=== locked_reg_write_initiator ===
locked_reg_write_initiator, cell sizes after repair:
Bar = 20 µm.
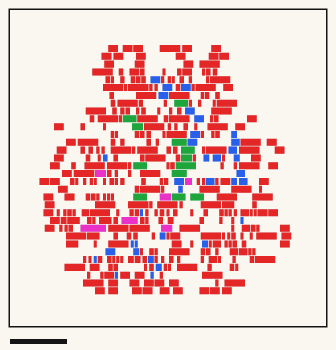

$ cat config.mk
export PLATFORM = sky130hd
export DESIGN_NAME = locked_reg_write_initiator
export DESIGN_NICKNAME = d
export VERILOG_FILES = /design/src/rtl/locked_reg_pkg.sv /design/src/rtl/locked_reg_write_initiator_lock_table.sv /design/src/rtl/locked_reg_write_initiator.sv
export SDC_FILE = /design/constraint.sdc
export NUM_CORES = 1
export LEC_CHECK = 0
export ABC_AREA = 1
export CAP_MARGIN = 40
export CORE_MARGIN = 10
export CORE_UTILIZATION = 31
export DETAILED_ROUTE_END_ITERATION = 8
export GPL_TIMING_DRIVEN = 0
export SYNTH_ARGS = -nofsm -noshare
export SYNTH_HDL_FRONTEND = slang
export SYNTH_SLANG_ARGS = --single-unit
$ cat constraint.sdc
create_clock -name Clk -period 2.4 [get_ports Clk]
set_input_delay 0.24 -clock Clk [delete_from_list [all_inputs] [get_ports Clk]]
set_output_delay 0.24 -clock Clk [all_outputs]
set_load 0.01 [all_outputs]
$ cat src/rtl/locked_reg_pkg.sv
// Shared types for the locked register write initiator: response codes, FSM states, counter width.
// No logic here beyond a saturating increment helper.
package locked_reg_pkg;

   localparam int DENIED_CNT_W = 8;

   typedef enum logic [1:0] {
      RSP_OK            = 2'b00,
      RSP_LOCKED_DENIED = 2'b01,
      RSP_BAD_ADDR      = 2'b10
   } rsp_status_t;

   typedef enum logic [1:0] {
      ST_IDLE,
      ST_CHECK,
      ST_ISSUE,
      ST_RESP
   } state_t;

   function automatic logic [DENIED_CNT_W-1:0] sat_inc(input logic [DENIED_CNT_W-1:0] v);
      return (&v) ? v : v + DENIED_CNT_W'(1);
   endfunction

endpackage

$ cat src/rtl/locked_reg_write_initiator_lock_table.sv
// Sticky per-register lock bits set by a one-hot strobe; bit visible the cycle after the strobe.
// Indexed read returns 0 for out-of-range indices; no backpressure.
module lock_table #(
   parameter int NUM_REGS = 4,
   parameter int ADDR_W   = 4
) (
   input  logic                Clk,
   input  logic                reset,
   input  logic [NUM_REGS-1:0] set,
   input  logic [ADDR_W-1:0]   rd_idx,
   output logic                rd_locked,
   output logic [NUM_REGS-1:0] locked
);

   logic [NUM_REGS-1:0] locked_q;

   always_ff @(posedge Clk) begin
      if (reset) begin
         locked_q <= '0;
      end else begin
         locked_q <= locked_q | set;
      end
   end

   // Loop compare keeps the index width independent of NUM_REGS.
   always_comb begin
      rd_locked = 1'b0;
      for (int i = 0; i < NUM_REGS; i++) begin
         if (int'(rd_idx) == i) begin
            rd_locked = locked_q[i];
         end
      end
   end

   assign locked = locked_q;

endmodule

$ cat src/rtl/locked_reg_write_initiator.sv
// Checks register write/lock requests against the lock table and issues one-cycle strobes.
// Response 3 cycles after the request handshake; req_ready only in IDLE, response held until rsp_ready.
module locked_reg_write_initiator
   import locked_reg_pkg::*;
#(
   parameter int NUM_REGS = 4,
   parameter int DATA_W   = 16,
   parameter int ADDR_W   = 4
) (
   input  logic                    Clk,
   input  logic                    reset,
   input  logic                    req_valid,
   output logic                    req_ready,
   input  logic [ADDR_W-1:0]       req_addr,
   input  logic [DATA_W-1:0]       req_data,
   input  logic                    req_write,
   input  logic                    req_lock,
   input  logic                    req_trusted,
   output logic                    rsp_valid,
   input  logic                    rsp_ready,
   output logic [1:0]              rsp_status,
   output logic [DATA_W-1:0]       Data_in,
   output logic [NUM_REGS-1:0]     write,
   output logic [NUM_REGS-1:0]     Lock,
   output logic [NUM_REGS-1:0]     lock_status,
   output logic [DENIED_CNT_W-1:0] denied_count
);

   state_t                  state_q, state_d;
   logic [ADDR_W-1:0]       addr_q;
   logic [DATA_W-1:0]       data_q;
   logic                    write_q;
   logic                    lock_q;
   logic                    trusted_q;
   rsp_status_t             status_q, status_d;
   logic [DATA_W-1:0]       data_in_q;
   logic [DENIED_CNT_W-1:0] denied_q;
   logic                    addr_locked;

   lock_table #(
      .NUM_REGS (NUM_REGS),
      .ADDR_W   (ADDR_W)
   ) u_lock_table (
      .Clk       (Clk),
      .reset     (reset),
      .set       (Lock),
      .rd_idx    (addr_q),
      .rd_locked (addr_locked),
      .locked    (lock_status)
   );

   always_ff @(posedge Clk) begin
      if (reset) begin
         state_q <= ST_IDLE;
      end else begin
         state_q <= state_d;
      end
   end

   always_comb begin
      state_d = state_q;
      case (state_q)
         ST_IDLE:  if (req_valid) state_d = ST_CHECK;
         ST_CHECK: state_d = ST_ISSUE;
         ST_ISSUE: state_d = ST_RESP;
         ST_RESP:  if (rsp_ready) state_d = ST_IDLE;
         default:  state_d = ST_IDLE;
      endcase
   end

   // Decoded outputs are gated by reset so nothing is strobed or offered in the reset cycle.
   always_comb begin
      req_ready = 1'b0;
      rsp_valid = 1'b0;
      write     = '0;
      Lock      = '0;
      if (!reset) begin
         case (state_q)
            ST_IDLE: req_ready = 1'b1;
            ST_ISSUE: begin
               if (status_q == RSP_OK) begin
                  for (int i = 0; i < NUM_REGS; i++) begin
                     write[i] = write_q && (int'(addr_q) == i);
                     Lock[i]  = lock_q && (int'(addr_q) == i);
                  end
               end
            end
            ST_RESP: rsp_valid = 1'b1;
            default: ;
         endcase
      end
   end

   always_comb begin
      status_d = RSP_OK;
      if (int'(addr_q) >= NUM_REGS) begin
         status_d = RSP_BAD_ADDR;
      end else if (write_q && addr_locked && !trusted_q) begin
         status_d = RSP_LOCKED_DENIED;
      end
   end

   always_ff @(posedge Clk) begin
      if (reset) begin
         addr_q    <= '0;
         data_q    <= '0;
         write_q   <= 1'b0;
         lock_q    <= 1'b0;
         trusted_q <= 1'b0;
         status_q  <= RSP_OK;
         data_in_q <= '0;
         denied_q  <= '0;
      end else begin
         if (state_q == ST_IDLE && req_valid) begin
            addr_q    <= req_addr;
            data_q    <= req_data;
            write_q   <= req_write;
            lock_q    <= req_lock;
            trusted_q <= req_trusted;
         end
         if (state_q == ST_CHECK) begin
            status_q <= status_d;
            if (status_d == RSP_OK) begin
               data_in_q <= data_q;
            end
         end
         if (state_q == ST_ISSUE && status_q == RSP_LOCKED_DENIED) begin
            denied_q <= sat_inc(denied_q);
         end
      end
   end

   assign rsp_status   = status_q;
   assign Data_in      = data_in_q;
   assign denied_count = denied_q;

endmodule

=== bitvault_mpregfile ===
$ cat src/rtl/bitvault_pkg.sv
// rtl/bitvault_pkg.sv - shared types and helpers for the bitvault register file
package bitvault_pkg;

    typedef enum logic {
        CLR_IDLE  = 1'b0,
        CLR_SWEEP = 1'b1
    } clr_state_t;

    function automatic int calc_aw(input int depth);
        return (depth < 2) ? 1 : $clog2(depth);
    endfunction

endpackage

$ cat src/rtl/bitvault_clr_fsm.sv
// rtl/bitvault_clr_fsm.sv - sequential clear engine sweeping one entry per cycle
module bitvault_clr_fsm
    import bitvault_pkg::*;
#(
    parameter int DEPTH = 4,
    parameter int AW    = calc_aw(DEPTH)
) (
    input  logic          clk,
    input  logic          rst_n,
    input  logic          clr_req,
    output logic          busy,
    output logic          clr_en,
    output logic [AW-1:0] clr_idx
);

    clr_state_t    state_q, state_d;
    logic [AW-1:0] idx_q, idx_d;
    logic          busy_q, busy_d;

    always_comb begin
        state_d = state_q;
        idx_d   = idx_q;
        busy_d  = busy_q;
        case (state_q)
            CLR_IDLE: begin
                if (clr_req) begin
                    state_d = CLR_SWEEP;
                    idx_d   = '0;
                    busy_d  = 1'b1;
                end
            end
            CLR_SWEEP: begin
                // Exit on the last entry so the index never has to wrap.
                if (idx_q == AW'(DEPTH - 1)) begin
                    state_d = CLR_IDLE;
                    idx_d   = '0;
                    busy_d  = 1'b0;
                end else begin
                    idx_d = idx_q + AW'(1);
                end
            end
            default: begin
                state_d = CLR_IDLE;
                idx_d   = '0;
                busy_d  = 1'b0;
            end
        endcase
    end

    always_ff @(posedge clk or negedge rst_n) begin
        if (!rst_n) begin
            state_q <= CLR_IDLE;
            idx_q   <= '0;
            busy_q  <= 1'b0;
        end else begin
            state_q <= state_d;
            idx_q   <= idx_d;
            busy_q  <= busy_d;
        end
    end

    assign busy    = busy_q;
    assign clr_en  = (state_q == CLR_SWEEP);
    assign clr_idx = idx_q;

endmodule

$ cat src/rtl/bitvault_mpregfile.sv
// rtl/bitvault_mpregfile.sv - 1W2R register file with per-entry write locks and clear sweep
module bitvault_mpregfile
    import bitvault_pkg::*;
#(
    parameter int WIDTH = 8,
    parameter int DEPTH = 4,
    parameter int AW    = calc_aw(DEPTH)
) (
    input  logic             clk,
    input  logic             rst_n,
    input  logic             we,
    input  logic [AW-1:0]    waddr,
    input  logic [WIDTH-1:0] wdata,
    input  logic             lock,
    input  logic             clr_req,
    input  logic [AW-1:0]    raddr_a,
    output logic [WIDTH-1:0] rdata_a,
    input  logic [AW-1:0]    raddr_b,
    output logic [WIDTH-1:0] rdata_b,
    output logic [DEPTH-1:0] locked,
    output logic             busy,
    output logic             wr_err
);

    logic [WIDTH-1:0] mem_q [DEPTH];
    logic [WIDTH-1:0] mem_d [DEPTH];
    logic [DEPTH-1:0] locked_q, locked_d;
    logic             wr_err_q, wr_err_d;
    logic             clr_en;
    logic [AW-1:0]    clr_idx;
    logic             wr_in_range;
    logic             wr_hit_lock;
    logic             wr_ok;

    bitvault_clr_fsm #(
        .DEPTH (DEPTH),
        .AW    (AW)
    ) u_clr_fsm (
        .clk     (clk),
        .rst_n   (rst_n),
        .clr_req (clr_req),
        .busy    (busy),
        .clr_en  (clr_en),
        .clr_idx (clr_idx)
    );

    always_comb begin
        wr_in_range = (int'(waddr) < DEPTH);
        wr_hit_lock = 1'b0;
        if (wr_in_range) begin
            wr_hit_lock = locked_q[waddr];
        end
        // A pending clear request outranks any write in the same cycle.
        wr_ok    = we && !busy && !clr_req && wr_in_range && !wr_hit_lock;
        wr_err_d = we && !wr_ok;

        mem_d    = mem_q;
        locked_d = locked_q;
        if (wr_ok) begin
            mem_d[waddr] = wdata;
            if (lock) begin
                locked_d[waddr] = 1'b1;
            end
        end
        if (clr_en) begin
            mem_d[clr_idx]    = '0;
            locked_d[clr_idx] = 1'b0;
        end
    end

    always_ff @(posedge clk or negedge rst_n) begin
        if (!rst_n) begin
            for (int i = 0; i < DEPTH; i++) begin
                mem_q[i] <= '0;
            end
            locked_q <= '0;
            wr_err_q <= 1'b0;
        end else begin
            for (int i = 0; i < DEPTH; i++) begin
                mem_q[i] <= mem_d[i];
            end
            locked_q <= locked_d;
            wr_err_q <= wr_err_d;
        end
    end

    assign rdata_a = (int'(raddr_a) < DEPTH) ? mem_q[raddr_a] : '0;
    assign rdata_b = (int'(raddr_b) < DEPTH) ? mem_q[raddr_b] : '0;
    assign locked  = locked_q;
    assign wr_err  = wr_err_q;

endmodule
$ cat config.mk
export PLATFORM = sky130hd
export DESIGN_NAME = bitvault_mpregfile
export DESIGN_NICKNAME = d
export VERILOG_FILES = /design/src/rtl/bitvault_pkg.sv /design/src/rtl/bitvault_clr_fsm.sv /design/src/rtl/bitvault_mpregfile.sv
export SDC_FILE = /design/constraint.sdc
export NUM_CORES = 1
export LEC_CHECK = 0
export CAP_MARGIN = 20
export CORE_AREA = 2 2 69 71
export CTS_BUF_LIST = sky130_fd_sc_hd__clkbuf_8 sky130_fd_sc_hd__clkbuf_16
export CTS_CLUSTER_DIAMETER = 200
export DETAILED_ROUTE_END_ITERATION = 10
export DIE_AREA = 0 0 71 73
export PLACE_DENSITY = 0.83
export SLEW_MARGIN = 0
export SYNTH_ARGS = -nofsm -noshare
export SYNTH_HDL_FRONTEND = slang
export SYNTH_SLANG_ARGS = --single-unit
$ cat constraint.sdc
create_clock -name clk -period 3.55 [get_ports clk]
set_input_delay 0.71 -clock clk [delete_from_list [all_inputs] [get_ports clk]]
set_output_delay 0.71 -clock clk [all_outputs]
set_load 0.02 [all_outputs]
bitvault_mpregfile, cell sizes after repair:
Bar = 20 µm.
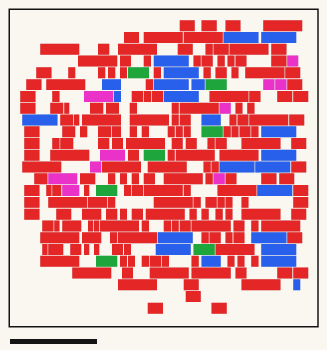
- x6 and larger: green (cells 7; share 2.9%; most used clkbuf_8)
- x2: blue (cells 23; share 9.4%; most used mux4_2)
- x3 and x4: magenta (cells 10; share 4.1%; most used buf_4)
- x1 and smaller: red (cells 205; share 84%; most used dfrtp_1)
final worst slack: 0.3860 ns
Non-CTS buffers: 46
Area growth, synth to finish: 16.65%
fin area: 2893 µm²

==> qor.yml, bitvault_mpregfile <==
outcome: "finished, final reports clean"
drc_errors: 0
clk_latency_ns: 0.30
r2r_setup_slack_ns: 1.86
grt_pass1_vias: 1972
chipArea_um2: 5183
comb_cells: 144
grtUsageTotal: 0.2577
ys_sh_adder: 0.02018
worst_path_largest_cell_delay_ns: 0.55
synth-main-ff-cell: "dfrtp_1"
end_kind: "primary output"
largest_reg_flops: 32
io_pins: 41
fillers: 367
clock_buffers: 7
seqCellArea_um2: 1026
cts.clk_slew.worst_paths_ns: 0.08
xor_area_frac: 0
total_power_mw: 1.780
logic_area_um2: 1235
p_int_mw: 1.063
ff_count: 41
postRouteAntennaNets: 0
ys_sh_mux: 0.1584
path_cells: "clkdlybuf4s50_1 -> buf_4 -> mux4_2 -> clkdlybuf4s50_1"
yosys_cells: 217
report.final.slew_viol_count: 0
grt_max_degree: 42
yosysUniqueCellTypes: 31
seq_share: 0.3547
grt_pass1_wl_um: 10130
yosysChipArea_um2: 2480
edf_count: 0
cp.depth: 4
synthDominantCellAreaShare: 0.4137
overflow: 0
bitvault_mpregfile: per-layer routing:
metal,share of wire,up-vias,routed length (µm)
met5,0,-,0
met4,0.016,0,99
met3,0.087,11,557
met2,0.47,113,3004
met1,0.43,1020,2708
li1,-,893,-
bitvault_mpregfile: cells in the final DEF, fill, tap and decap left out, types with 4 or more instances in the layout:
master           netlist  final
a22oi_1               30     30
buf_4                  2      6
clkdlybuf4s50_1        0     39
inv_1                  6      6
dfrtp_1               41     41
ha_1                   4      4
mux4_2                17     17
clkbuf_8               1      7
nand3_1               32     32
a41oi_1                4      4
o21ai_1               31     31
a21oi_1                4      4
locked_reg_write_initiator, signal wires by layer:
Bar = 20 µm.
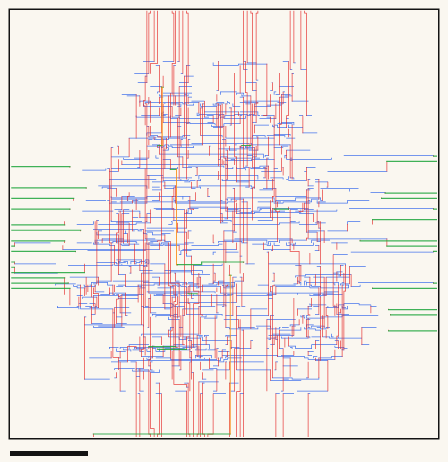
- M3: green (wire length 413 µm)
- M2: red (wire length 2920 µm)
- M1: blue (wire length 2940 µm)
- M4: orange (wire length 80.2 µm)

locked_reg_write_initiator, cell outlines without signal wires:
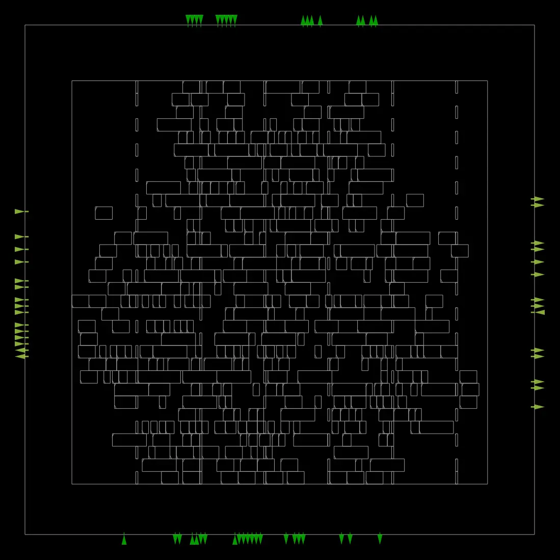
sequential cells: 55
Final Non-Filler Cells: 496
Seq/total area: 0.3233
Final Util: 0.4362

About 'cell sizes after repair' of locked_reg_write_initiator:
- x3 and x4: magenta (cells 6; share 1.5%; most used nor2_4)
- x2: blue (cells 34; share 8.6%; most used nand3_2)
- x1 and smaller: red (cells 342; share 87%; most used clkdlybuf4s50_1)
- x6 and larger: green (cells 12; share 3.0%; most used clkbuf_8)
final worst slack: 0.1615 ns
Area growth, synth to finish: 35.76%
Non-CTS buffers: 81
fin area: 3406 µm²

==> qor.yml, locked_reg_write_initiator <==
n_all_inverters: 36
wl_met1_um: 2936
dominant_cells: "logic gates"
yosysWarnings: 0
sh_comb_area: 0.3439
totalWireLength_um: 6351
edf_count: 0
outcome: "finished, final reports clean"
clk_latency_ns: 0.30
post_cts_buffers: 0
power_frac_comb: 0.422
route.vias.total: 2236
bufAreaShareNonClock: 0.2263
cap_violations: 0
cts_buffer_depth: 2
[locked_reg_write_initiator: worst max path at each step]
stage                                     from        to  slack [ns]  cells after the start
floorplan           rsp_status[0]$_SDFFE_PP0P_  write[0]        1.01                      4
global placement       state_q[0]$_SDFFE_PP0P_   Lock[2]        0.36                      7
detailed placement     state_q[0]$_SDFFE_PP0P_   Lock[2]        0.33                      7
CTS                    state_q[0]$_SDFFE_PP0P_   Lock[2]        0.03                      7
global route           state_q[0]$_SDFFE_PP0P_   Lock[3]        0.02                      7
finish                 state_q[0]$_SDFFE_PP0P_   Lock[0]        0.16                      7

==> screenshots <==
Signal wires on met3.
Bar = 20 µm.
panel A
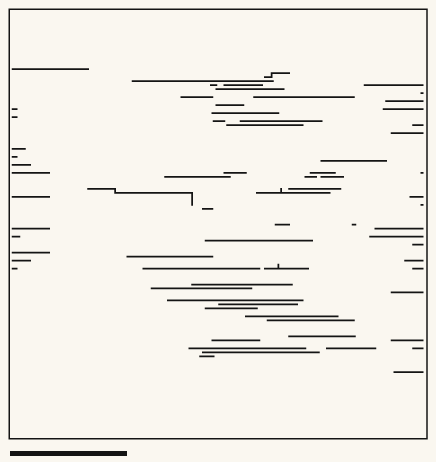
panel B
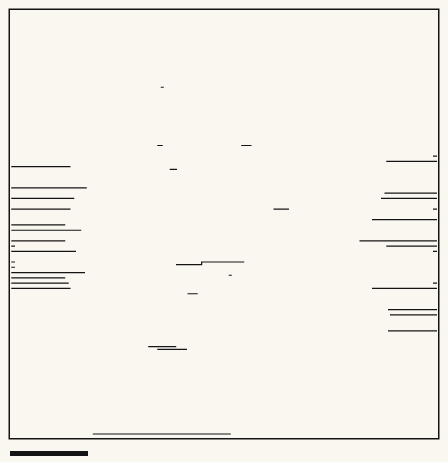
- largest die: panel B
| picture | from |
|---|---|
| panel B | locked_reg_write_initiator |
| panel A | bitvault_mpregfile |

Key to panel A:
- longest straight run: 23.9 µm
- wire length on this layer: 557 µm


=== class_demux_fifo ===
class_demux_fifo, cell sizes after repair:
Bar = 50 µm.
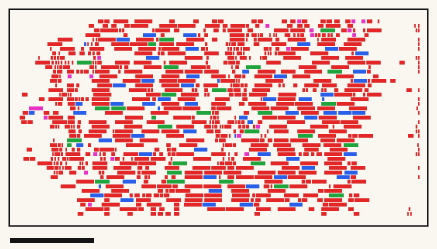

## src/rtl/class_demux_fifo.sv

```systemverilog
// Class demultiplexer: routes each word by its top SEL_W bits into one of CH
// per-channel FIFOs with valid/pop handshake. Optional CLASS_DEMUX_STATS_EN adds saturating accept counters.
module class_demux_fifo #(
    parameter int         DATA_W    = 12,
    parameter int         CH        = 4,
    parameter int         SEL_W     = $clog2(CH),
    parameter int         DEPTH     = 4,
    parameter logic [3:0] INIT_CODE = 4'b0001
) (
    input  logic                 clk,
    input  logic                 reset_L,
    input  logic [3:0]           states,
    input  logic                 in_valid,
    input  logic [DATA_W-1:0]    in_data,
    output logic                 in_ready,
    output logic [CH-1:0]        out_valid,
    output logic [CH*DATA_W-1:0] out_data,
    input  logic [CH-1:0]        out_pop,
    output logic [CH-1:0]        fifo_full,
    output logic [CH-1:0]        fifo_empty,
    output logic [CH*8-1:0]      stats_cnt
);

    localparam int PTR_W = $clog2(DEPTH);
    localparam int CNT_W = PTR_W + 1;

    logic             w_flush;
    logic [SEL_W-1:0] w_sel;
    logic             w_accept;

    assign w_flush  = (states == INIT_CODE);
    assign w_sel    = in_data[DATA_W-1 -: SEL_W];
    assign in_ready = !w_flush && !fifo_full[w_sel];
    assign w_accept = in_valid && in_ready;

    generate
        for (genvar gi = 0; gi < CH; gi++) begin : g_ch
            logic [DATA_W-1:0] r_mem [DEPTH];
            logic [PTR_W-1:0]  r_wptr;
            logic [PTR_W-1:0]  r_rptr;
            logic [PTR_W-1:0]  w_rptr_inc;
            logic [CNT_W-1:0]  r_count;
            logic [CNT_W-1:0]  w_count_next;
            logic              r_valid;
            logic [DATA_W-1:0] r_head;
            logic [DATA_W-1:0] w_head_next;
            logic              w_push;
            logic              w_pop;

            assign w_push     = w_accept && (w_sel == SEL_W'(gi));
            assign w_pop      = out_pop[gi] && r_valid && !w_flush;
            assign w_rptr_inc = r_rptr + PTR_W'(1);

            // Storage has no reset; the head register keeps stale contents off out_data.
            always_ff @(posedge clk) begin
                if (w_push) begin
                    r_mem[r_wptr] <= in_data;
                end
            end

            always_comb begin
                w_count_next = r_count;
                case ({w_push, w_pop})
                    2'b10:   w_count_next = r_count + CNT_W'(1);
                    2'b01:   w_count_next = r_count - CNT_W'(1);
                    default: w_count_next = r_count;
                endcase
            end

            // Head follows the entry at rptr; a push into a channel that is (or
            // becomes) empty this cycle bypasses storage so latency stays one cycle.
            always_comb begin
                w_head_next = r_head;
                if (w_push && ((r_count == '0) || (w_pop && r_count == CNT_W'(1)))) begin
                    w_head_next = in_data;
                end else if (w_pop && r_count == CNT_W'(1)) begin
                    w_head_next = '0;
                end else if (w_pop) begin
                    w_head_next = r_mem[w_rptr_inc];
                end
            end

            always_ff @(posedge clk or negedge reset_L) begin
                if (!reset_L) begin
                    r_wptr  <= '0;
                    r_rptr  <= '0;
                    r_count <= '0;
                    r_valid <= 1'b0;
                    r_head  <= '0;
                end else if (w_flush) begin
                    r_wptr  <= '0;
                    r_rptr  <= '0;
                    r_count <= '0;
                    r_valid <= 1'b0;
                    r_head  <= '0;
                end else begin
                    if (w_push) begin
                        r_wptr <= r_wptr + PTR_W'(1);
                    end
                    if (w_pop) begin
                        r_rptr <= w_rptr_inc;
                    end
                    r_count <= w_count_next;
                    r_valid <= (w_count_next != '0);
                    r_head  <= w_head_next;
                end
            end

            assign out_valid[gi]                   = r_valid;
            assign out_data[gi*DATA_W +: DATA_W]   = r_head;
            assign fifo_full[gi]                   = (r_count == CNT_W'(DEPTH));
            assign fifo_empty[gi]                  = (r_count == '0);

`ifdef CLASS_DEMUX_STATS_EN
            logic [7:0] r_stats;

            always_ff @(posedge clk or negedge reset_L) begin
                if (!reset_L) begin
                    r_stats <= 8'h00;
                end else if (w_flush) begin
                    r_stats <= 8'h00;
                end else if (w_push && r_stats != 8'hFF) begin
                    r_stats <= r_stats + 8'h01;
                end
            end

            assign stats_cnt[gi*8 +: 8] = r_stats;
`else
            assign stats_cnt[gi*8 +: 8] = 8'h00;
`endif
        end
    endgenerate

endmodule
```

## config.mk

```make
export PLATFORM = sky130hd
export DESIGN_NAME = class_demux_fifo
export DESIGN_NICKNAME = d
export VERILOG_FILES = /design/src/rtl/class_demux_fifo.sv
export SDC_FILE = /design/constraint.sdc
export NUM_CORES = 1
export LEC_CHECK = 0
export CAP_MARGIN = 10
export CORE_ASPECT_RATIO = 0.5
export CORE_MARGIN = 4
export CORE_UTILIZATION = 41
export DETAILED_ROUTE_END_ITERATION = 10
export GPL_ROUTABILITY_DRIVEN = 0
export MAX_ROUTING_LAYER = met4
export PLACE_DENSITY = 0.58
export SLEW_MARGIN = 0
export SYNTH_ARGS = -nofsm -noshare
export SYNTH_HDL_FRONTEND = slang
export SYNTH_SLANG_ARGS = --single-unit
```

## constraint.sdc

```tcl
create_clock -name clk -period 6.65 [get_ports clk]
set_clock_uncertainty 0.1 [all_clocks]
set_input_delay 0.9975 -clock clk [delete_from_list [all_inputs] [get_ports clk]]
set_output_delay 0.9975 -clock clk [all_outputs]
set_load 0.005 [all_outputs]
```

=== lsm_sequencer ===
<file path="src/rtl/lsm_pkg.sv">
// Shared definitions for the LDM/STM sequencer: state encoding, IR field
// positions, beat size and the start-offset rule for the four address modes.
package lsm_pkg;

    typedef enum logic [1:0] {
        ST_IDLE = 2'd0,
        ST_XFER = 2'd1,
        ST_WB   = 2'd2,
        ST_DONE = 2'd3
    } lsm_state_e;

    localparam int         LIST_W     = 16;
    localparam int         IR_L_BIT   = 20;
    localparam int         IR_W_BIT   = 21;
    localparam int         IR_U_BIT   = 23;
    localparam int         IR_P_BIT   = 24;
    localparam logic [7:0] BEAT_BYTES = 8'd4;

    function automatic logic [7:0] beat_span(input logic [4:0] cnt);
        return BEAT_BYTES * {3'b000, cnt};
    endfunction

    // IA: 0, IB: +4, DA: -4n+4, DB: -4n (8-bit two's complement)
    function automatic logic [7:0] start_offset(input logic u, input logic p,
                                                input logic [4:0] n);
        logic [7:0] off;
        case ({u, p})
            2'b10:   off = 8'd0;
            2'b11:   off = BEAT_BYTES;
            2'b00:   off = BEAT_BYTES - beat_span(n);
            default: off = 8'd0 - beat_span(n);
        endcase
        return off;
    endfunction

endpackage

</file>
<file path="src/rtl/lsm_prio_enc.sv">
// 16-bit lowest-set-bit encoder: idx_o is the index of the lowest 1 in vec_i,
// valid_o flags a non-empty vector (idx_o is 0 when empty).
module lsm_prio_enc (
    input  logic [15:0] vec_i,
    output logic [3:0]  idx_o,
    output logic        valid_o
);

    always_comb begin
        idx_o   = 4'd0;
        valid_o = |vec_i;
        for (int i = 15; i >= 0; i--) begin
            if (vec_i[i]) idx_o = 4'(i);
        end
    end

endmodule

</file>
<file path="src/rtl/lsm_sequencer.sv">
// LDM/STM beat sequencer: walks the captured register list lowest-first,
// issuing one memory beat per register, then an optional base write-back.
module lsm_sequencer (
    input  logic        clk,
    input  logic        rst,
    input  logic        start,
    input  logic [31:0] IR,
    input  logic        mem_ready,
    output logic        busy,
    output logic        done,
    output logic [3:0]  REG_COUNTER,
    output logic        LSM_RD_MUX,
    output logic        LATCH_REG,
    output logic        WRITE_BACK,
    output logic        MEM_READ,
    output logic        MEM_WRITE,
    output logic [7:0]  addr_offset,
    output logic [7:0]  wb_offset
);
    import lsm_pkg::*;

    // state   | meaning
    // IDLE    | waiting for start; captures IR fields on start
    // XFER    | one beat per remaining list bit, held until mem_ready
    // WB      | WRITE_BACK strobe when W was set
    // DONE    | one-cycle done pulse, then back to IDLE

    lsm_state_e  state_q;
    logic [15:0] list_q;
    logic [15:0] list_d;
    logic        l_q, w_q, u_q, p_q;
    logic [4:0]  n_q;
    logic [4:0]  k_q;
    logic [7:0]  start_off_q;
    logic [4:0]  ir_cnt;
    logic [3:0]  enc_idx;
    logic        enc_valid;
    logic        in_xfer;
    logic        unused_ir;

    assign unused_ir = ^{IR[31:25], IR[22], IR[19:16]};

    lsm_prio_enc u_prio_enc (
        .vec_i   (list_q),
        .idx_o   (enc_idx),
        .valid_o (enc_valid)
    );

    always_comb begin
        ir_cnt = 5'd0;
        for (int i = 0; i < LIST_W; i++) begin
            ir_cnt = ir_cnt + {4'd0, IR[i]};
        end
    end

    assign list_d = enc_valid ? (list_q & ~(16'h0001 << enc_idx)) : list_q;

    always_ff @(posedge clk or posedge rst) begin
        if (rst) begin
            state_q     <= ST_IDLE;
            list_q      <= '0;
            l_q         <= 1'b0;
            w_q         <= 1'b0;
            u_q         <= 1'b0;
            p_q         <= 1'b0;
            n_q         <= '0;
            k_q         <= '0;
            start_off_q <= '0;
        end else begin
            case (state_q)
                ST_IDLE: begin
                    if (start) begin
                        list_q      <= IR[15:0];
                        l_q         <= IR[IR_L_BIT];
                        w_q         <= IR[IR_W_BIT];
                        u_q         <= IR[IR_U_BIT];
                        p_q         <= IR[IR_P_BIT];
                        n_q         <= ir_cnt;
                        k_q         <= '0;
                        start_off_q <= start_offset(IR[IR_U_BIT], IR[IR_P_BIT], ir_cnt);
                        state_q     <= (ir_cnt != 5'd0) ? ST_XFER : ST_WB;
                    end
                end
                ST_XFER: begin
                    if (mem_ready) begin
                        list_q <= list_d;
                        k_q    <= k_q + 5'd1;
                        if (list_d == 16'd0) state_q <= ST_WB;
                    end
                end
                ST_WB:   state_q <= ST_DONE;
                default: state_q <= ST_IDLE;
            endcase
        end
    end

    // p_q is only needed at capture time; keep it visible for debug.
    logic unused_p;
    assign unused_p = p_q;

    assign in_xfer     = (state_q == ST_XFER);
    assign busy        = (state_q != ST_IDLE);
    assign done        = (state_q == ST_DONE);
    assign LSM_RD_MUX  = in_xfer;
    assign MEM_READ    = in_xfer & l_q;
    assign MEM_WRITE   = in_xfer & ~l_q;
    assign LATCH_REG   = in_xfer & l_q & mem_ready;
    assign REG_COUNTER = in_xfer ? enc_idx : 4'd0;
    assign addr_offset = in_xfer ? (start_off_q + beat_span(k_q)) : 8'd0;
    assign WRITE_BACK  = (state_q == ST_WB) & w_q;
    assign wb_offset   = u_q ? beat_span(n_q) : (8'd0 - beat_span(n_q));

endmodule

</file>
<file path="config.mk">
export PLATFORM = sky130hd
export DESIGN_NAME = lsm_sequencer
export DESIGN_NICKNAME = d
export VERILOG_FILES = /design/src/rtl/lsm_pkg.sv /design/src/rtl/lsm_prio_enc.sv /design/src/rtl/lsm_sequencer.sv
export SDC_FILE = /design/constraint.sdc
export NUM_CORES = 1
export LEC_CHECK = 0
export CAP_MARGIN = 20
export CORE_MARGIN = 2
export CORE_UTILIZATION = 27
export CTS_CLUSTER_DIAMETER = 50
export DETAILED_ROUTE_END_ITERATION = 16
export DONT_BUFFER_PORTS = 1
export GPL_TIMING_DRIVEN = 0
export PLACE_DENSITY = 0.4
export SLEW_MARGIN = 20
export SYNTH_ARGS = -nofsm -noshare
export SYNTH_HDL_FRONTEND = slang
export SYNTH_HIERARCHICAL = 1
export SYNTH_SLANG_ARGS = --single-unit
</file>
<file path="constraint.sdc">
create_clock -name clk -period 3.1 [get_ports clk]
set_input_delay 0.31 -clock clk [delete_from_list [all_inputs] [get_ports clk]]
set_output_delay 0.31 -clock clk [all_outputs]
set_load 0.01 [all_outputs]
</file>
=== acc_cmd_endpoint ===
[src/rtl/acc_cmd_pkg.sv]
// Shared definitions for the accelerator command endpoint.
// Holds the command codes, the header word field positions and the
// endpoint state encoding used by acc_cmd_endpoint.
package acc_cmd_pkg;

  // Command codes carried in the low byte of the header word
  localparam logic [7:0] CMD_EXEC_TASK = 8'h01;
  localparam logic [7:0] CMD_FINISHED  = 8'h03;

  // Command stream word width
  localparam int unsigned CMD_W = 64;

  // Header word field bit ranges
  localparam int unsigned HDR_CODE_LSB  = 0;
  localparam int unsigned HDR_CODE_MSB  = 7;
  localparam int unsigned HDR_NARGS_LSB = 8;
  localparam int unsigned HDR_NARGS_MSB = 15;

  // Endpoint control states
  typedef enum logic [3:0] {
    ST_IDLE      = 4'd0,
    ST_RD_TID    = 4'd1,
    ST_RD_PTID   = 4'd2,
    ST_RD_ARGS   = 4'd3,
    ST_DRAIN     = 4'd4,
    ST_START     = 4'd5,
    ST_EXEC      = 4'd6,
    ST_SEND_HDR  = 4'd7,
    ST_SEND_TID  = 4'd8,
    ST_SEND_PTID = 4'd9
  } state_t;

endpackage

[src/rtl/acc_cmd_argbuf.sv]
// Task argument buffer: DEPTH x 64-bit storage with one write port and a
// registered read port. Storage is not reset; only the read register is.
// Reads of an index at or beyond DEPTH return zero.
//
// Ports:
//   clk    clock
//   rst_n  synchronous active-low reset (read register only)
//   we     write enable
//   waddr  write index (caller guarantees waddr < DEPTH when we=1)
//   wdata  write data
//   raddr  read index
//   rdata  read data, one cycle after raddr
module acc_cmd_argbuf
  import acc_cmd_pkg::*;
#(
  parameter int unsigned DEPTH = 15,
  parameter int unsigned AW    = 4
) (
  input  logic             clk,
  input  logic             rst_n,
  input  logic             we,
  input  logic [AW-1:0]    waddr,
  input  logic [CMD_W-1:0] wdata,
  input  logic [AW-1:0]    raddr,
  output logic [CMD_W-1:0] rdata
);

  logic [CMD_W-1:0] mem [DEPTH];

  // Write port; contents survive reset
  always_ff @(posedge clk) begin
    if (we) begin
      mem[waddr] <= wdata;
    end
  end

  // Registered read port with out-of-range guard
  always_ff @(posedge clk) begin
    if (!rst_n) begin
      rdata <= '0;
    end else if (32'(raddr) < DEPTH) begin
      rdata <= mem[raddr];
    end else begin
      rdata <= '0;
    end
  end

endmodule

[src/rtl/acc_cmd_endpoint.sv]
// Accelerator-side endpoint of the manager command interface.
// Accepts execute-task commands on the cmdin stream, buffers the task
// arguments, pulses acc_start, waits for acc_done and then returns a
// three-word finished-task message on the cmdout stream.
//
// Optional build macro: ACC_CMD_PROFILE_EN enables the exec_cycles and
// tasks_done profile counters; without it both outputs are tied to zero.
//
// Ports:
//   aclk, aresetn        clock, synchronous active-low reset
//   cmdin_*              command stream in (tdest ignored)
//   cmdout_*             finished-task stream out (tid = ACC_ID)
//   acc_start            one-cycle kernel start pulse
//   acc_num_args         stored argument count, min(num_args, MAX_ARGS)
//   acc_arg_addr/data    argument read port, one-cycle registered read
//   acc_done             kernel finished pulse, honoured only in EXEC
//   err_*                sticky error flags
//   exec_cycles          cycles spent in EXEC for the last task
//   tasks_done           completed finished-task messages
module acc_cmd_endpoint
  import acc_cmd_pkg::*;
#(
  parameter int unsigned ACC_ID   = 0,
  parameter int unsigned MAX_ACCS = 16,
  parameter int unsigned MAX_ARGS = 15
) (
  input  logic                        aclk,
  input  logic                        aresetn,
  input  logic                        cmdin_tvalid,
  output logic                        cmdin_tready,
  input  logic [$clog2(MAX_ACCS)-1:0] cmdin_tdest,
  input  logic [63:0]                 cmdin_tdata,
  input  logic                        cmdin_tlast,
  output logic                        cmdout_tvalid,
  input  logic                        cmdout_tready,
  output logic [$clog2(MAX_ACCS)-1:0] cmdout_tid,
  output logic [63:0]                 cmdout_tdata,
  output logic                        acc_start,
  output logic [7:0]                  acc_num_args,
  input  logic [$clog2(MAX_ARGS)-1:0] acc_arg_addr,
  output logic [63:0]                 acc_arg_data,
  input  logic                        acc_done,
  output logic                        err_unknown_cmd,
  output logic                        err_arg_overflow,
  output logic                        err_short_cmd,
  output logic [31:0]                 exec_cycles,
  output logic [31:0]                 tasks_done
);

  localparam int unsigned IDW       = $clog2(MAX_ACCS);
  localparam int unsigned AW        = $clog2(MAX_ARGS);
  localparam int unsigned ARGS_CAP  = (MAX_ARGS > 255) ? 255 : MAX_ARGS;
  localparam logic [7:0]  ARGS_CAP8 = 8'(ARGS_CAP);

  state_t      state;
  logic [63:0] task_id;
  logic [63:0] ptask_id;
  logic [7:0]  nargs;
  logic [7:0]  arg_cnt;
  logic        drain_start;

  logic        in_xfer;
  logic [7:0]  hdr_code;
  logic [7:0]  hdr_nargs;
  logic [7:0]  nargs_clip;
  logic [8:0]  arg_next;
  logic        args_complete;
  logic        buf_we;

  // Routing happens upstream, so the destination field carries no information here
  logic        unused_tdest;
  assign unused_tdest = ^cmdin_tdest;

  assign in_xfer       = cmdin_tvalid & cmdin_tready;
  assign hdr_code      = cmdin_tdata[HDR_CODE_MSB:HDR_CODE_LSB];
  assign hdr_nargs     = cmdin_tdata[HDR_NARGS_MSB:HDR_NARGS_LSB];
  assign nargs_clip    = (nargs > ARGS_CAP8) ? ARGS_CAP8 : nargs;
  assign arg_next      = {1'b0, arg_cnt} + 9'd1;
  assign args_complete = arg_next >= {1'b0, nargs};
  assign buf_we        = (state == ST_RD_ARGS) && in_xfer && (arg_cnt < ARGS_CAP8);
  assign cmdout_tid    = IDW'(ACC_ID);

  // Argument storage, written in arrival order while reading arguments
  acc_cmd_argbuf #(
    .DEPTH (MAX_ARGS),
    .AW    (AW)
  ) u_argbuf (
    .clk   (aclk),
    .rst_n (aresetn),
    .we    (buf_we),
    .waddr (arg_cnt[AW-1:0]),
    .wdata (cmdin_tdata),
    .raddr (acc_arg_addr),
    .rdata (acc_arg_data)
  );

  // Command receive / kernel control / finish send state machine.
  // cmdin_tready is a flop updated on every transition between the
  // accepting and non-accepting state groups; it is low while in reset.
  always_ff @(posedge aclk) begin
    if (!aresetn) begin
      state            <= ST_IDLE;
      cmdin_tready     <= 1'b0;
      task_id          <= '0;
      ptask_id         <= '0;
      nargs            <= '0;
      arg_cnt          <= '0;
      drain_start      <= 1'b0;
      acc_start        <= 1'b0;
      acc_num_args     <= '0;
      cmdout_tvalid    <= 1'b0;
      cmdout_tdata     <= '0;
      err_unknown_cmd  <= 1'b0;
      err_arg_overflow <= 1'b0;
      err_short_cmd    <= 1'b0;
    end else begin
      acc_start <= 1'b0;
      unique case (state)
        ST_IDLE: begin
          cmdin_tready <= 1'b1;
          if (in_xfer) begin
            nargs <= hdr_nargs;
            if (hdr_code != CMD_EXEC_TASK) begin
              err_unknown_cmd <= 1'b1;
              drain_start     <= 1'b0;
              if (!cmdin_tlast) begin
                state <= ST_DRAIN;
              end
            end else if (cmdin_tlast) begin
              err_short_cmd <= 1'b1;
            end else begin
              state <= ST_RD_TID;
            end
          end
        end

        ST_RD_TID: begin
          if (in_xfer) begin
            task_id <= cmdin_tdata;
            if (cmdin_tlast) begin
              err_short_cmd <= 1'b1;
              state         <= ST_IDLE;
            end else begin
              state <= ST_RD_PTID;
            end
          end
        end

        ST_RD_PTID: begin
          if (in_xfer) begin
            ptask_id <= cmdin_tdata;
            arg_cnt  <= '0;
            if (nargs == 8'd0) begin
              if (cmdin_tlast) begin
                state        <= ST_START;
                cmdin_tready <= 1'b0;
                acc_start    <= 1'b1;
                acc_num_args <= nargs_clip;
              end else begin
                // Surplus words on an argument-less task are tolerated
                drain_start <= 1'b1;
                state       <= ST_DRAIN;
              end
            end else if (cmdin_tlast) begin
              err_short_cmd <= 1'b1;
              state         <= ST_IDLE;
            end else begin
              state <= ST_RD_ARGS;
            end
          end
        end

        ST_RD_ARGS: begin
          if (in_xfer) begin
            if (arg_cnt >= ARGS_CAP8) begin
              err_arg_overflow <= 1'b1;
            end
            if (arg_cnt != 8'hFF) begin
              arg_cnt <= arg_cnt + 8'd1;
            end
            if (cmdin_tlast) begin
              if (args_complete) begin
                state        <= ST_START;
                cmdin_tready <= 1'b0;
                acc_start    <= 1'b1;
                acc_num_args <= nargs_clip;
              end else begin
                err_short_cmd <= 1'b1;
                state         <= ST_IDLE;
              end
            end
          end
        end

        ST_DRAIN: begin
          if (in_xfer && cmdin_tlast) begin
            drain_start <= 1'b0;
            if (drain_start) begin
              state        <= ST_START;
              cmdin_tready <= 1'b0;
              acc_start    <= 1'b1;
              acc_num_args <= nargs_clip;
            end else begin
              state <= ST_IDLE;
            end
          end
        end

        ST_START: begin
          state <= ST_EXEC;
        end

        ST_EXEC: begin
          if (acc_done) begin
            state         <= ST_SEND_HDR;
            cmdout_tvalid <= 1'b1;
            cmdout_tdata  <= {56'd0, CMD_FINISHED};
          end
        end

        ST_SEND_HDR: begin
          if (cmdout_tready) begin
            state        <= ST_SEND_TID;
            cmdout_tdata <= task_id;
          end
        end

        ST_SEND_TID: begin
          if (cmdout_tready) begin
            state        <= ST_SEND_PTID;
            cmdout_tdata <= ptask_id;
          end
        end

        ST_SEND_PTID: begin
          if (cmdout_tready) begin
            state         <= ST_IDLE;
            cmdin_tready  <= 1'b1;
            cmdout_tvalid <= 1'b0;
            cmdout_tdata  <= '0;
          end
        end

        default: begin
          state         <= ST_IDLE;
          cmdin_tready  <= 1'b0;
          cmdout_tvalid <= 1'b0;
        end
      endcase
    end
  end

`ifdef ACC_CMD_PROFILE_EN
  logic [31:0] exec_cnt;
  logic [31:0] task_cnt;

  // Kernel run time (saturating) and completed-task count (wrapping)
  always_ff @(posedge aclk) begin
    if (!aresetn) begin
      exec_cnt <= '0;
      task_cnt <= '0;
    end else begin
      if (state == ST_START) begin
        exec_cnt <= '0;
      end else if ((state == ST_EXEC) && (exec_cnt != 32'hFFFF_FFFF)) begin
        exec_cnt <= exec_cnt + 32'd1;
      end
      if ((state == ST_SEND_PTID) && cmdout_tready) begin
        task_cnt <= task_cnt + 32'd1;
      end
    end
  end

  assign exec_cycles = exec_cnt;
  assign tasks_done  = task_cnt;
`else
  assign exec_cycles = '0;
  assign tasks_done  = '0;
`endif

endmodule

[config.mk]
export PLATFORM = sky130hd
export DESIGN_NAME = acc_cmd_endpoint
export DESIGN_NICKNAME = d
export VERILOG_FILES = /design/src/rtl/acc_cmd_pkg.sv /design/src/rtl/acc_cmd_argbuf.sv /design/src/rtl/acc_cmd_endpoint.sv
export SDC_FILE = /design/constraint.sdc
export NUM_CORES = 1
export LEC_CHECK = 0
export ABC_AREA = 0
export CELL_PAD_IN_SITES_DETAIL_PLACEMENT = 0
export CELL_PAD_IN_SITES_GLOBAL_PLACEMENT = 1
export CORE_UTILIZATION = 40
export DETAILED_ROUTE_END_ITERATION = 6
export MAX_ROUTING_LAYER = met4
export PLACE_DENSITY = 0.76
export SLEW_MARGIN = 20
export SYNTH_ARGS = -nofsm -noshare
export SYNTH_HDL_FRONTEND = slang
export SYNTH_SLANG_ARGS = --single-unit
export TNS_END_PERCENT = 30
[constraint.sdc]
create_clock -name aclk -period 13.7 [get_ports aclk]
set_input_delay 2.74 -clock aclk [delete_from_list [all_inputs] [get_ports aclk]]
set_output_delay 2.74 -clock aclk [all_outputs]
set_load 0.005 [all_outputs]
=== sw_duty_ramp ===
<file path="src/rtl/sw_duty_ramp.sv">
// -----------------------------------------------------------------------------
// sw_duty_ramp
//   Conditioning stage ahead of the PWM LED driver. Raw board switches are
//   passed through a two-flop synchronizer and debounced. The accepted value,
//   `target`, then drives the 4-bit duty code `duty_sw`. With slewing enabled,
//   `duty_sw` moves one LSB at a time toward `target`, so brightness fades
//   instead of jumping. Switch bounce never reaches the PWM comparator.
//
//   Build option:
//     SW_DUTY_RAMP_EN defined   : slew FSM (IDLE/UP/DOWN) with a step prescaler.
//     SW_DUTY_RAMP_EN undefined : duty_sw follows target one clk later, and
//                                 STEP_CYCLES is unused.
//
//   Ports:
//     clk      system clock
//     rst      asynchronous assert, active-high reset
//     sw_raw   raw asynchronous switch inputs [W-1:0]
//     duty_sw  registered duty code to the PWM stage [W-1:0]
//     target   debounced, accepted switch value [W-1:0]
//     busy     high while duty_sw != target
// -----------------------------------------------------------------------------
module sw_duty_ramp #(
  parameter int W           = 4,
  parameter int DB_CYCLES   = 50000,
  parameter int STEP_CYCLES = 500000
) (
  input  logic         clk,
  input  logic         rst,
  input  logic [W-1:0] sw_raw,
  output logic [W-1:0] duty_sw,
  output logic [W-1:0] target,
  output logic         busy
);

  localparam int DBW = $clog2(DB_CYCLES);
  localparam logic [DBW-1:0] DB_LAST = DBW'(DB_CYCLES - 1);

  logic [W-1:0]   sync1_reg;
  logic [W-1:0]   sync2_reg;
  logic [W-1:0]   cand_reg;
  logic [W-1:0]   target_reg;
  logic [W-1:0]   duty_reg;
  logic [DBW-1:0] db_cnt_reg;

  // Two-flop synchronizer. sync2_reg is the synchronized switch value.
  always_ff @(posedge clk or posedge rst) begin
    if (rst) begin
      sync1_reg <= '0;
      sync2_reg <= '0;
    end else begin
      sync1_reg <= sw_raw;
      sync2_reg <= sync1_reg;
    end
  end

  // Debounce. Any change in the synchronized value restarts the count.
  // target is only accepted once the count has saturated and the value is
  // still the same on the accepting edge. This means sw_s must hold for
  // DB_CYCLES+1 consecutive edges.
  always_ff @(posedge clk or posedge rst) begin
    if (rst) begin
      cand_reg   <= '0;
      db_cnt_reg <= '0;
      target_reg <= '0;
    end else if (sync2_reg != cand_reg) begin
      cand_reg   <= sync2_reg;
      db_cnt_reg <= '0;
    end else if (db_cnt_reg != DB_LAST) begin
      db_cnt_reg <= db_cnt_reg + 1'b1;
    end else if (cand_reg != target_reg) begin
      target_reg <= cand_reg;
    end
  end

`ifdef SW_DUTY_RAMP_EN
  localparam int PW = (STEP_CYCLES > 1) ? $clog2(STEP_CYCLES) : 1;
  localparam logic [PW-1:0] STEP_LAST = PW'(STEP_CYCLES - 1);

  typedef enum logic [1:0] {IDLE, UP, DOWN} state_t;

  state_t        state_reg;
  state_t        state_next;
  logic [PW-1:0] presc_reg;
  logic [PW-1:0] presc_next;
  logic [W-1:0]  duty_next;

  always_ff @(posedge clk or posedge rst) begin
    if (rst) begin
      state_reg <= IDLE;
      presc_reg <= '0;
      duty_reg  <= '0;
    end else begin
      state_reg <= state_next;
      presc_reg <= presc_next;
      duty_reg  <= duty_next;
    end
  end

  // Direction is chosen again at every step. Because of this, a target that
  // moves during a ramp will reverse or extend the ramp without restarting
  // the prescaler. Steps only go toward target, so duty_sw cannot wrap.
  always_comb begin
    state_next = state_reg;
    presc_next = presc_reg;
    duty_next  = duty_reg;
    case (state_reg)
      IDLE: begin
        presc_next = '0;
        if (target_reg > duty_reg)
          state_next = UP;
        else if (target_reg < duty_reg)
          state_next = DOWN;
      end
      UP, DOWN: begin
        if (target_reg == duty_reg) begin
          // target moved onto duty_sw between steps, so stop without stepping.
          state_next = IDLE;
          presc_next = '0;
        end else if (presc_reg == STEP_LAST) begin
          presc_next = '0;
          if (target_reg > duty_reg) begin
            duty_next  = duty_reg + 1'b1;
            state_next = UP;
          end else begin
            duty_next  = duty_reg - 1'b1;
            state_next = DOWN;
          end
          if (duty_next == target_reg)
            state_next = IDLE;
        end else begin
          presc_next = presc_reg + 1'b1;
        end
      end
      default: begin
        state_next = IDLE;
        presc_next = '0;
      end
    endcase
  end
`else
  // The step rate has no meaning without the slew FSM.
  localparam int step_cycles_unused = STEP_CYCLES;

  // No slewing: duty_sw follows target one clk later.
  always_ff @(posedge clk or posedge rst) begin
    if (rst)
      duty_reg <= '0;
    else
      duty_reg <= target_reg;
  end
`endif

  assign duty_sw = duty_reg;
  assign target  = target_reg;
  assign busy    = (duty_reg != target_reg);

endmodule

</file>
<file path="config.mk">
export PLATFORM = sky130hd
export DESIGN_NAME = sw_duty_ramp
export DESIGN_NICKNAME = d
export VERILOG_FILES = /design/src/rtl/sw_duty_ramp.sv
export SDC_FILE = /design/constraint.sdc
export NUM_CORES = 1
export LEC_CHECK = 0
export CAP_MARGIN = 40
export CORE_ASPECT_RATIO = 1.5
export CORE_UTILIZATION = 55
export CTS_BUF_LIST = sky130_fd_sc_hd__clkbuf_8
export DETAILED_ROUTE_END_ITERATION = 10
export MAX_ROUTING_LAYER = met4
export PLACE_DENSITY = 0.77
export SLEW_MARGIN = 10
export SYNTH_ARGS = -nofsm -noshare
export SYNTH_HDL_FRONTEND = slang
export SYNTH_SLANG_ARGS = --single-unit
export TNS_END_PERCENT = 10
</file>
<file path="constraint.sdc">
create_clock -name clk -period 2.6 [get_ports clk]
set_input_delay 0.78 -clock clk [delete_from_list [all_inputs] [get_ports clk]]
set_output_delay 0.78 -clock clk [all_outputs]
set_load 0.005 [all_outputs]
</file>

==> notes/layouts.md <==
Pictures saved along the way, in no particular order.

Signal wires by layer.
(a)
Bar = 10 µm.
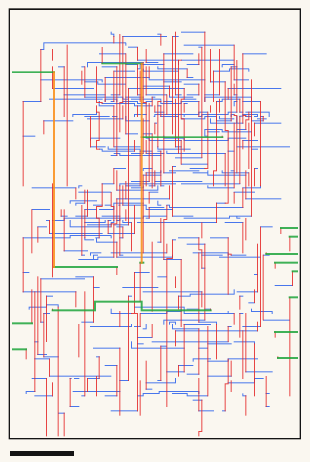
(b)
Bar = 100 µm.
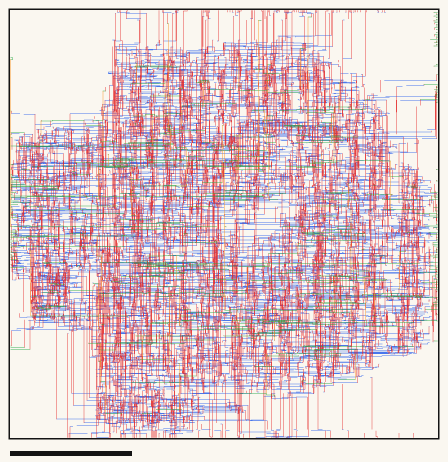
(c)
Bar = 50 µm.
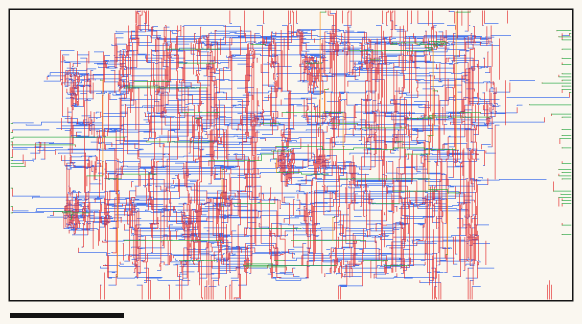
(d)
Bar = 20 µm.
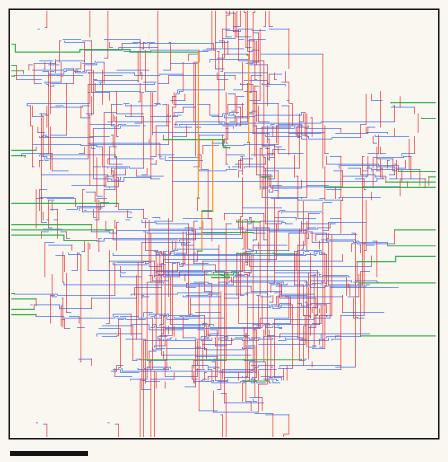
class_demux_fifo: (c)
acc_cmd_endpoint: (b)
lsm_sequencer: (d)
sw_duty_ramp: (a)
- least wire: (a)
- smallest die: (a)

Key to (c):
- M1: blue (wire length 11500 µm)
- M2: red (wire length 12500 µm)
- M3: green (wire length 1180 µm)
- M4: orange (wire length 343 µm)

lsm_sequencer, I/O pins on the die edge:
Bar = 20 µm. Pins as bars across the die edge, other pins in grey.
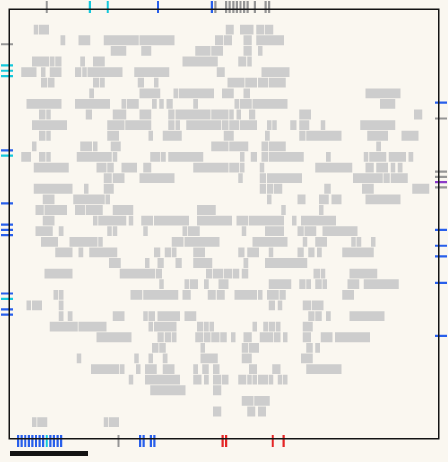
- wb_offset: cyan (pins 8; direction output; edge 5 left, 2 top, 1 bottom)
- IR: blue (pins 32; direction input; edge 16 bottom, 8 left, 6 right, 2 top)
- REG_COUNTER: red (pins 4; direction output; edge bottom)
- busy: purple (pins 1; direction output; edge right)
- all pins by edge: 22 bottom, 16 top, 14 left, 11 right

lsm_sequencer, cell outlines without signal wires:
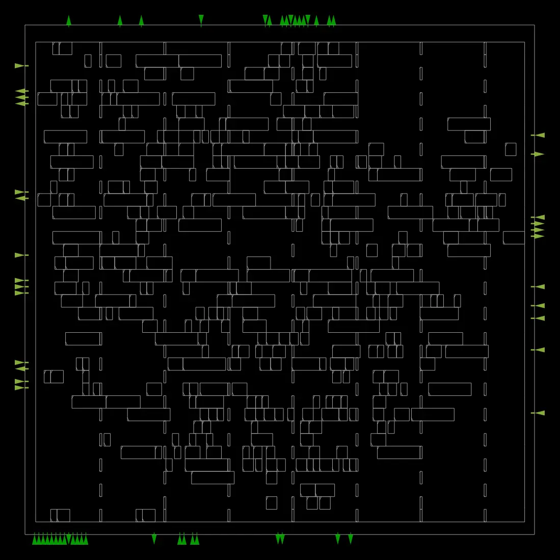
sequential cells: 37
Seq/total area: 0.2654
std cell rows: 38
fill cell count: 1145

==> qor.yml, lsm_sequencer <==
outcome: "complete, but fails checks"
arrival_ns: 4.03
layout_setup_ws_ns: -0.7440
r2r_end: "state_q[1]$_DFFE_PP0P_"
worstReg2RegStart: "list_q[13]$_DFFE_PP0P_"
fin_skew_ns: 0.005053
top_logic_kind: "AND-OR/OR-AND gates"
p_leak_nw: 1.576
slew_headroom: 0.4967
netlist_top_cells_count: "nand2_1, dfrtp_1, inv_1, o21ai_0, nor2_1"
yosysUniqueCellTypes: 48
yosys.area.top_type: "dfrtp_1"
ys_async_sr_fraction: 1.000
die_h_um: 109.8
total_power_mw: 4.256
hold_buffers: 1
comb_cells: 262
tightestPinTransition_ns: 0.7470
finalSetupViolCount: 11
critPathBufInv: 3
violations: "negative setup slack"
yosysChipArea_um2: 3020
[lsm_sequencer: per-layer routing]
metal	wire (µm)	track usage
met5	0	0
met4	88	0.03345
met3	455	0.03438
met2	3607	0.2174
met1	4007	0.2088
[lsm_sequencer: report_power, final]
group	internal, mW	leakage (nW)	switching (mW)
combinational	1.23	1.06	1.57
sequential	0.704	0.466	0.315
clock	0.241	0.0543	0.195
[lsm_sequencer: sequential cells by signal (all words and copies together) (netlist names)]
register / flops
n_q: 5
start_off_q: 6
k_q: 5
u_q: 1
w_q: 1
list_q: 16
state_q: 2
l_q: 1
acc_cmd_endpoint, metal 4:
Supply wires on this layer in grey.
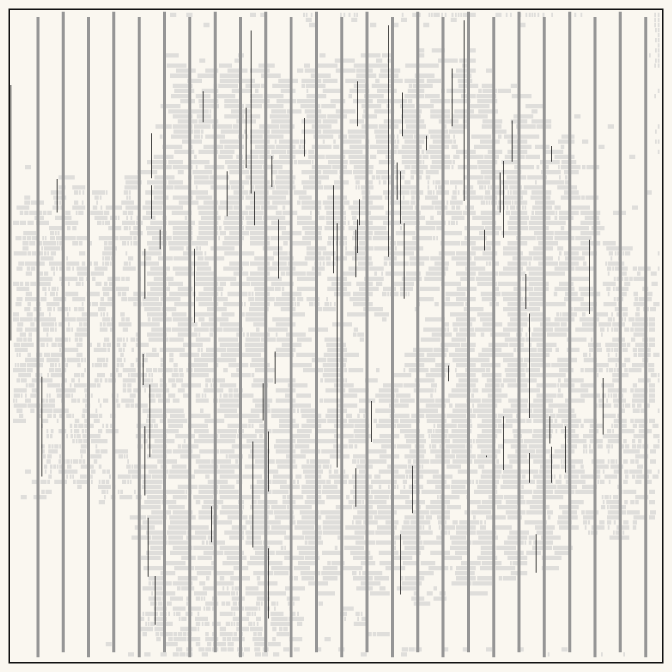
- nets with wire on the layer: 27
- longest straight run: 137 µm
- wire length on this layer: 2000 µm
- main direction: vertical

==> qor.yml, acc_cmd_endpoint <==
top_layer_used: "met4"
worst_hold_path_type: "flop to flop"
regMostFlops: "u_argbuf.mem"
yosysWarnings: 0
post-synth-top-count-cell: "edfxtp_1"
worst_path_largest_cell_delay_ns: 0.68
wl_per_cell_um: 24.43
outcome: "finished, final reports clean"
post-route-util: 0.4703
layout_setup_ws_ns: 7.788
netlist_top_cells_count: "edfxtp_1, nand2_1, dfxtp_1, mux4_2, nor2b_1"
max_freq_mhz: 169.1
post_cts_buffers: 0
end_kind: "flop"
synth-main-ff-cell: "edfxtp_1"
vdd_drop_max_mv: 0.1150
grt_max_degree: 160
hold_buffers: 0
crit_start: "cmdin_tvalid"
critical_path.top_delay_family: "buffers and inverters"
start_kind: "primary input"
via_per_inst: 5.350
grtUsageTotal: 0.1977
globalplace.congestion: 0.7495
hold_viol: 0
comb_cells: 1401
drt_iter0_markers: 2301
topCellsByArea: "edfxtp_1, dfxtp_1, mux4_2"
drive_gt1_frac: 0.1692
yosysUniqueCellTypes: 57
fin_hold_ws_ns: 0.4291
cts_resized: 0
crit_required_ns: 14.06
acc_cmd_endpoint: per-layer routing:
layer | track usage | up-vias
met3 | 0.03854 | 150
met1 | 0.2658 | 13351
li1 | - | 11278
met5 | - | -
met2 | 0.3105 | 870
met4 | 0.04681 | 0
acc_cmd_endpoint: power by group through the flow:
stage / logic [mW] / registers, mW / clock network [mW]
after floorplan: 0.200 / 4.18 / 0
after global placement: 0.332 / 4.19 / 0
after detailed placement: 0.336 / 4.19 / 0
after CTS: 0.337 / 4.11 / 3.63
after global routing: 0.359 / 4.11 / 3.77
final: 0.331 / 4.11 / 3.56
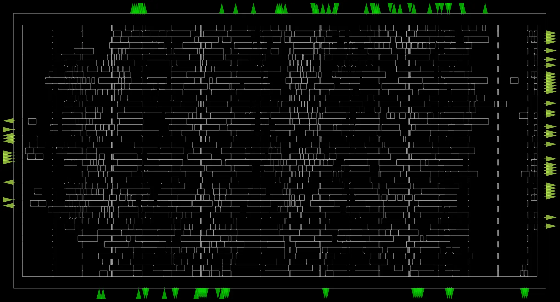
class_demux_fifo: cell outlines without signal wires
fill cell count: 2419
Seq/total area: 0.5681
Final Util: 0.4887
n_taps: 382
core box area: 27980 µm²

Notes on 'cell sizes after repair' of class_demux_fifo above:
- x3 and x4: magenta (cells 21; share 2.4%; most used buf_4)
- x1 and smaller: red (cells 751; share 87%; most used edfxtp_1)
- x6 and larger: green (cells 29; share 3.4%; most used clkbuf_16)
- x2: blue (cells 61; share 7.1%; most used mux4_2)
Non-CTS buffers: 100
Area growth, synth to finish: 16.28%
final worst slack: 2.648 ns
fin area: 13670 µm²

==> qor.yml, class_demux_fifo <==
root_buffer: "clkbuf_16"
outcome: "finished, final reports clean"
layout_min_cycle_time_ns: 4.002
first_pass_iters: 4
vdd_drop_max_mv: 0.1456
antenna_found_initial: 0
simple_gate_area_frac: 0.07161
pre_cts_ws_ns: 2.584
power.share.sequential: 0.457
r2r_end: "g_ch[1].r_valid$_DFF_PN0_"
crit_type: "primary input to primary output"
p_sw_frac: 0.2961
worst_hold_path_type: "primary input to async pin"
layoutNonFillerInstCount: 1244
grtUsageMet3: 0.02278
start_kind: "primary input"
yosysWarnings: 0
layout_top_cells: "edfxtp_1, clkdlybuf4s50_1, dfrtp_1"
totalNegativeSetupSlack_ns: 0
hold_viol: 0
## class_demux_fifo: how the worst max path moves through the flow
stage                      from                        end  slack [ns]  cells past startpoint
finish              in_data[10]                   in_ready        2.65                      5
global route        in_data[10]                   in_ready        2.52                      5
CTS                 in_data[10]                   in_ready        2.62                      5
detailed placement    states[1]  g_ch[1].r_valid$_DFF_PN0_        2.58                     10
global placement    in_data[10]                   in_ready        2.62                      5
floorplan             states[1]                   in_ready        3.35                      5
sw_duty_ramp, I/O pins on the die edge:
Bar = 10 µm. Pins as bars across the die edge, other pins in grey.
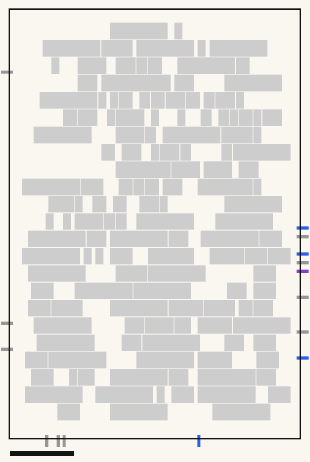
- target: blue (pins 4; direction output; edge 3 right, 1 bottom)
- busy: purple (pins 1; direction output; edge right)
- all pins by edge: 8 right, 4 bottom, 3 left
Chip Height: 67.23 µm
port bufs: 14
Die W: 45.49 µm

==> qor.yml, sw_duty_ramp <==
core_um2: 2676
final_area_um2: 1851
grtUsageTotal: 0.2197
drt_iter0_markers: 29
worst_path_largest_cell_delay_ns: 0.45
edf_count: 0
crit_type: "flop to primary output"
ys_seq_frac: 0.5774
cp-endpoint: "busy"
rows: 23
first_pass_iters: 4
io_pins: 15
hold_buffers: 0
critPathBufInv: 1
cp.depth: 3
pre_cts_ws_ns: 0.6829
layout_min_cycle_time_ns: 2.217
xor_area_frac: 0.1123
largestPowerGroup: "sequential cells"
total_power_mw: 1.079
synthDominantCellAreaShare: 0.5774
postRouteAntennaNets: 0
netlist_top_cells_count: "dfrtp_1, xnor2_1, nor2_1, nand4_1, clkbuf_1"
floorplan.core_util: 0.5830
dp_cells: 171
synthToLayoutAreaGrowth_pct: 18.60
synthAoiAreaFrac: 0.02005
root_buffer: "clkbuf_8"
wl_per_cell_um: 13.98
route.vias.total: 971
grt_pass1_wl_um: 4457
wl_met2_um: 1244
top_layer_used: "met4"
overflow: 0
totalWireLength_um: 2502
yosysUniqueCellTypes: 29
antenna_cells: 0
worstReg2RegStart: "db_cnt_reg[5]$_DFFE_PP0P_"
synth-main-ff-cell: "dfrtp_1"
via_per_inst: 5.425
antenna_found_initial: 0
clk_latency_ns: 0.29
tritoncts: "yes"
layout_top_cells: "dfrtp_1, xnor2_1, clkdlybuf4s50_1"
wl_met3_um: 88
clockPowerShare: 0.432
nets: 148
cts.clk_slew.worst_paths_ns: 0.07
syn-cell-area_um2: 1560
topCellsByArea: "dfrtp_1, xnor2_1, mux2_4"
layoutNonFillerInstCount: 179
seq-power_mw: 0.577
path_cells: "xnor2_1 -> nand4_1 -> clkdlybuf4s50_1"
min_period_over_period: 0.8526
outcome: "finished, final reports clean"
## sw_duty_ramp: layer usage
metal / track usage / up-vias
met5: - / -
met4: 0.1250 / 0
met3: 0.06417 / 5
met2: 0.3179 / 17
met1: 0.2701 / 493
li1: - / 456
## sw_duty_ramp: cell type report
cell class	instances	area (µm²)	area share
Clock buffer	5	68.82	0.03719
Clock inverter	3	38.79	0.02096
Sequential cell	36	900.9	0.4868
Inverter	4	15.01	0.008114
Timing Repair Buffer	16	155.1	0.08384
Tap cell	37	46.29	0.02502
Multi-Input combinational cell	78	625.6	0.3381


## Gallery

Signal wires on met3.
Plate I
Bar = 100 µm.
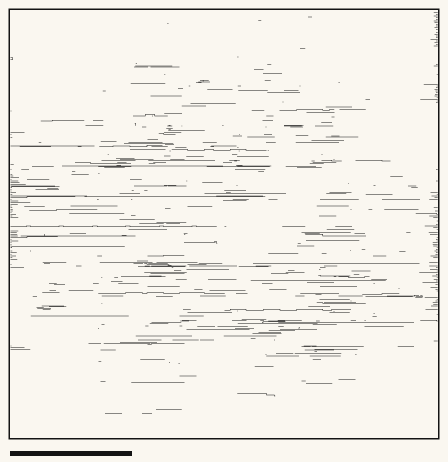
Plate II
Bar = 20 µm.
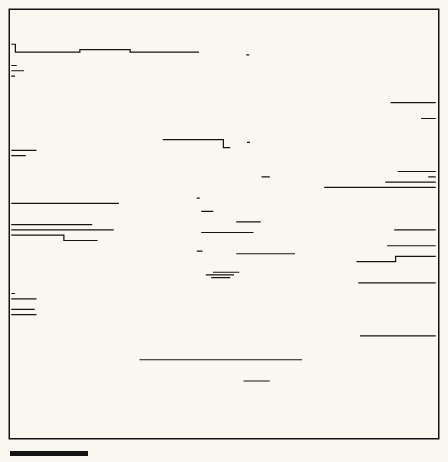
Plate III
Bar = 10 µm.
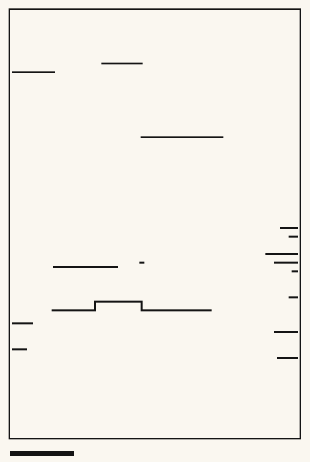
Plate IV
Bar = 50 µm.
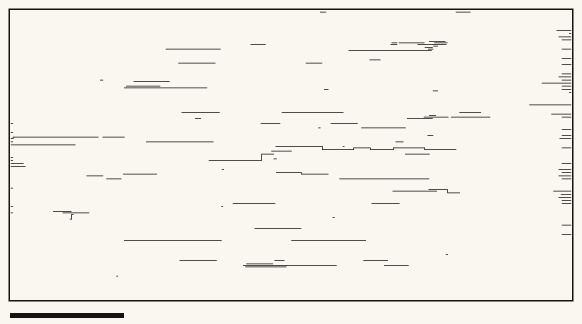
- largest die: Plate I
- smallest die: Plate III
- lsm_sequencer = Plate II
- class_demux_fifo = Plate IV
- acc_cmd_endpoint = Plate I
- sw_duty_ramp = Plate III

Key to Plate II:
- nets with wire on the layer: 35
- main direction: horizontal
- longest straight run: 41.4 µm
- wire length on this layer: 456 µm
- share of all routed wire: 5.6%

Power is estimated from default activity; no workload was simulated.
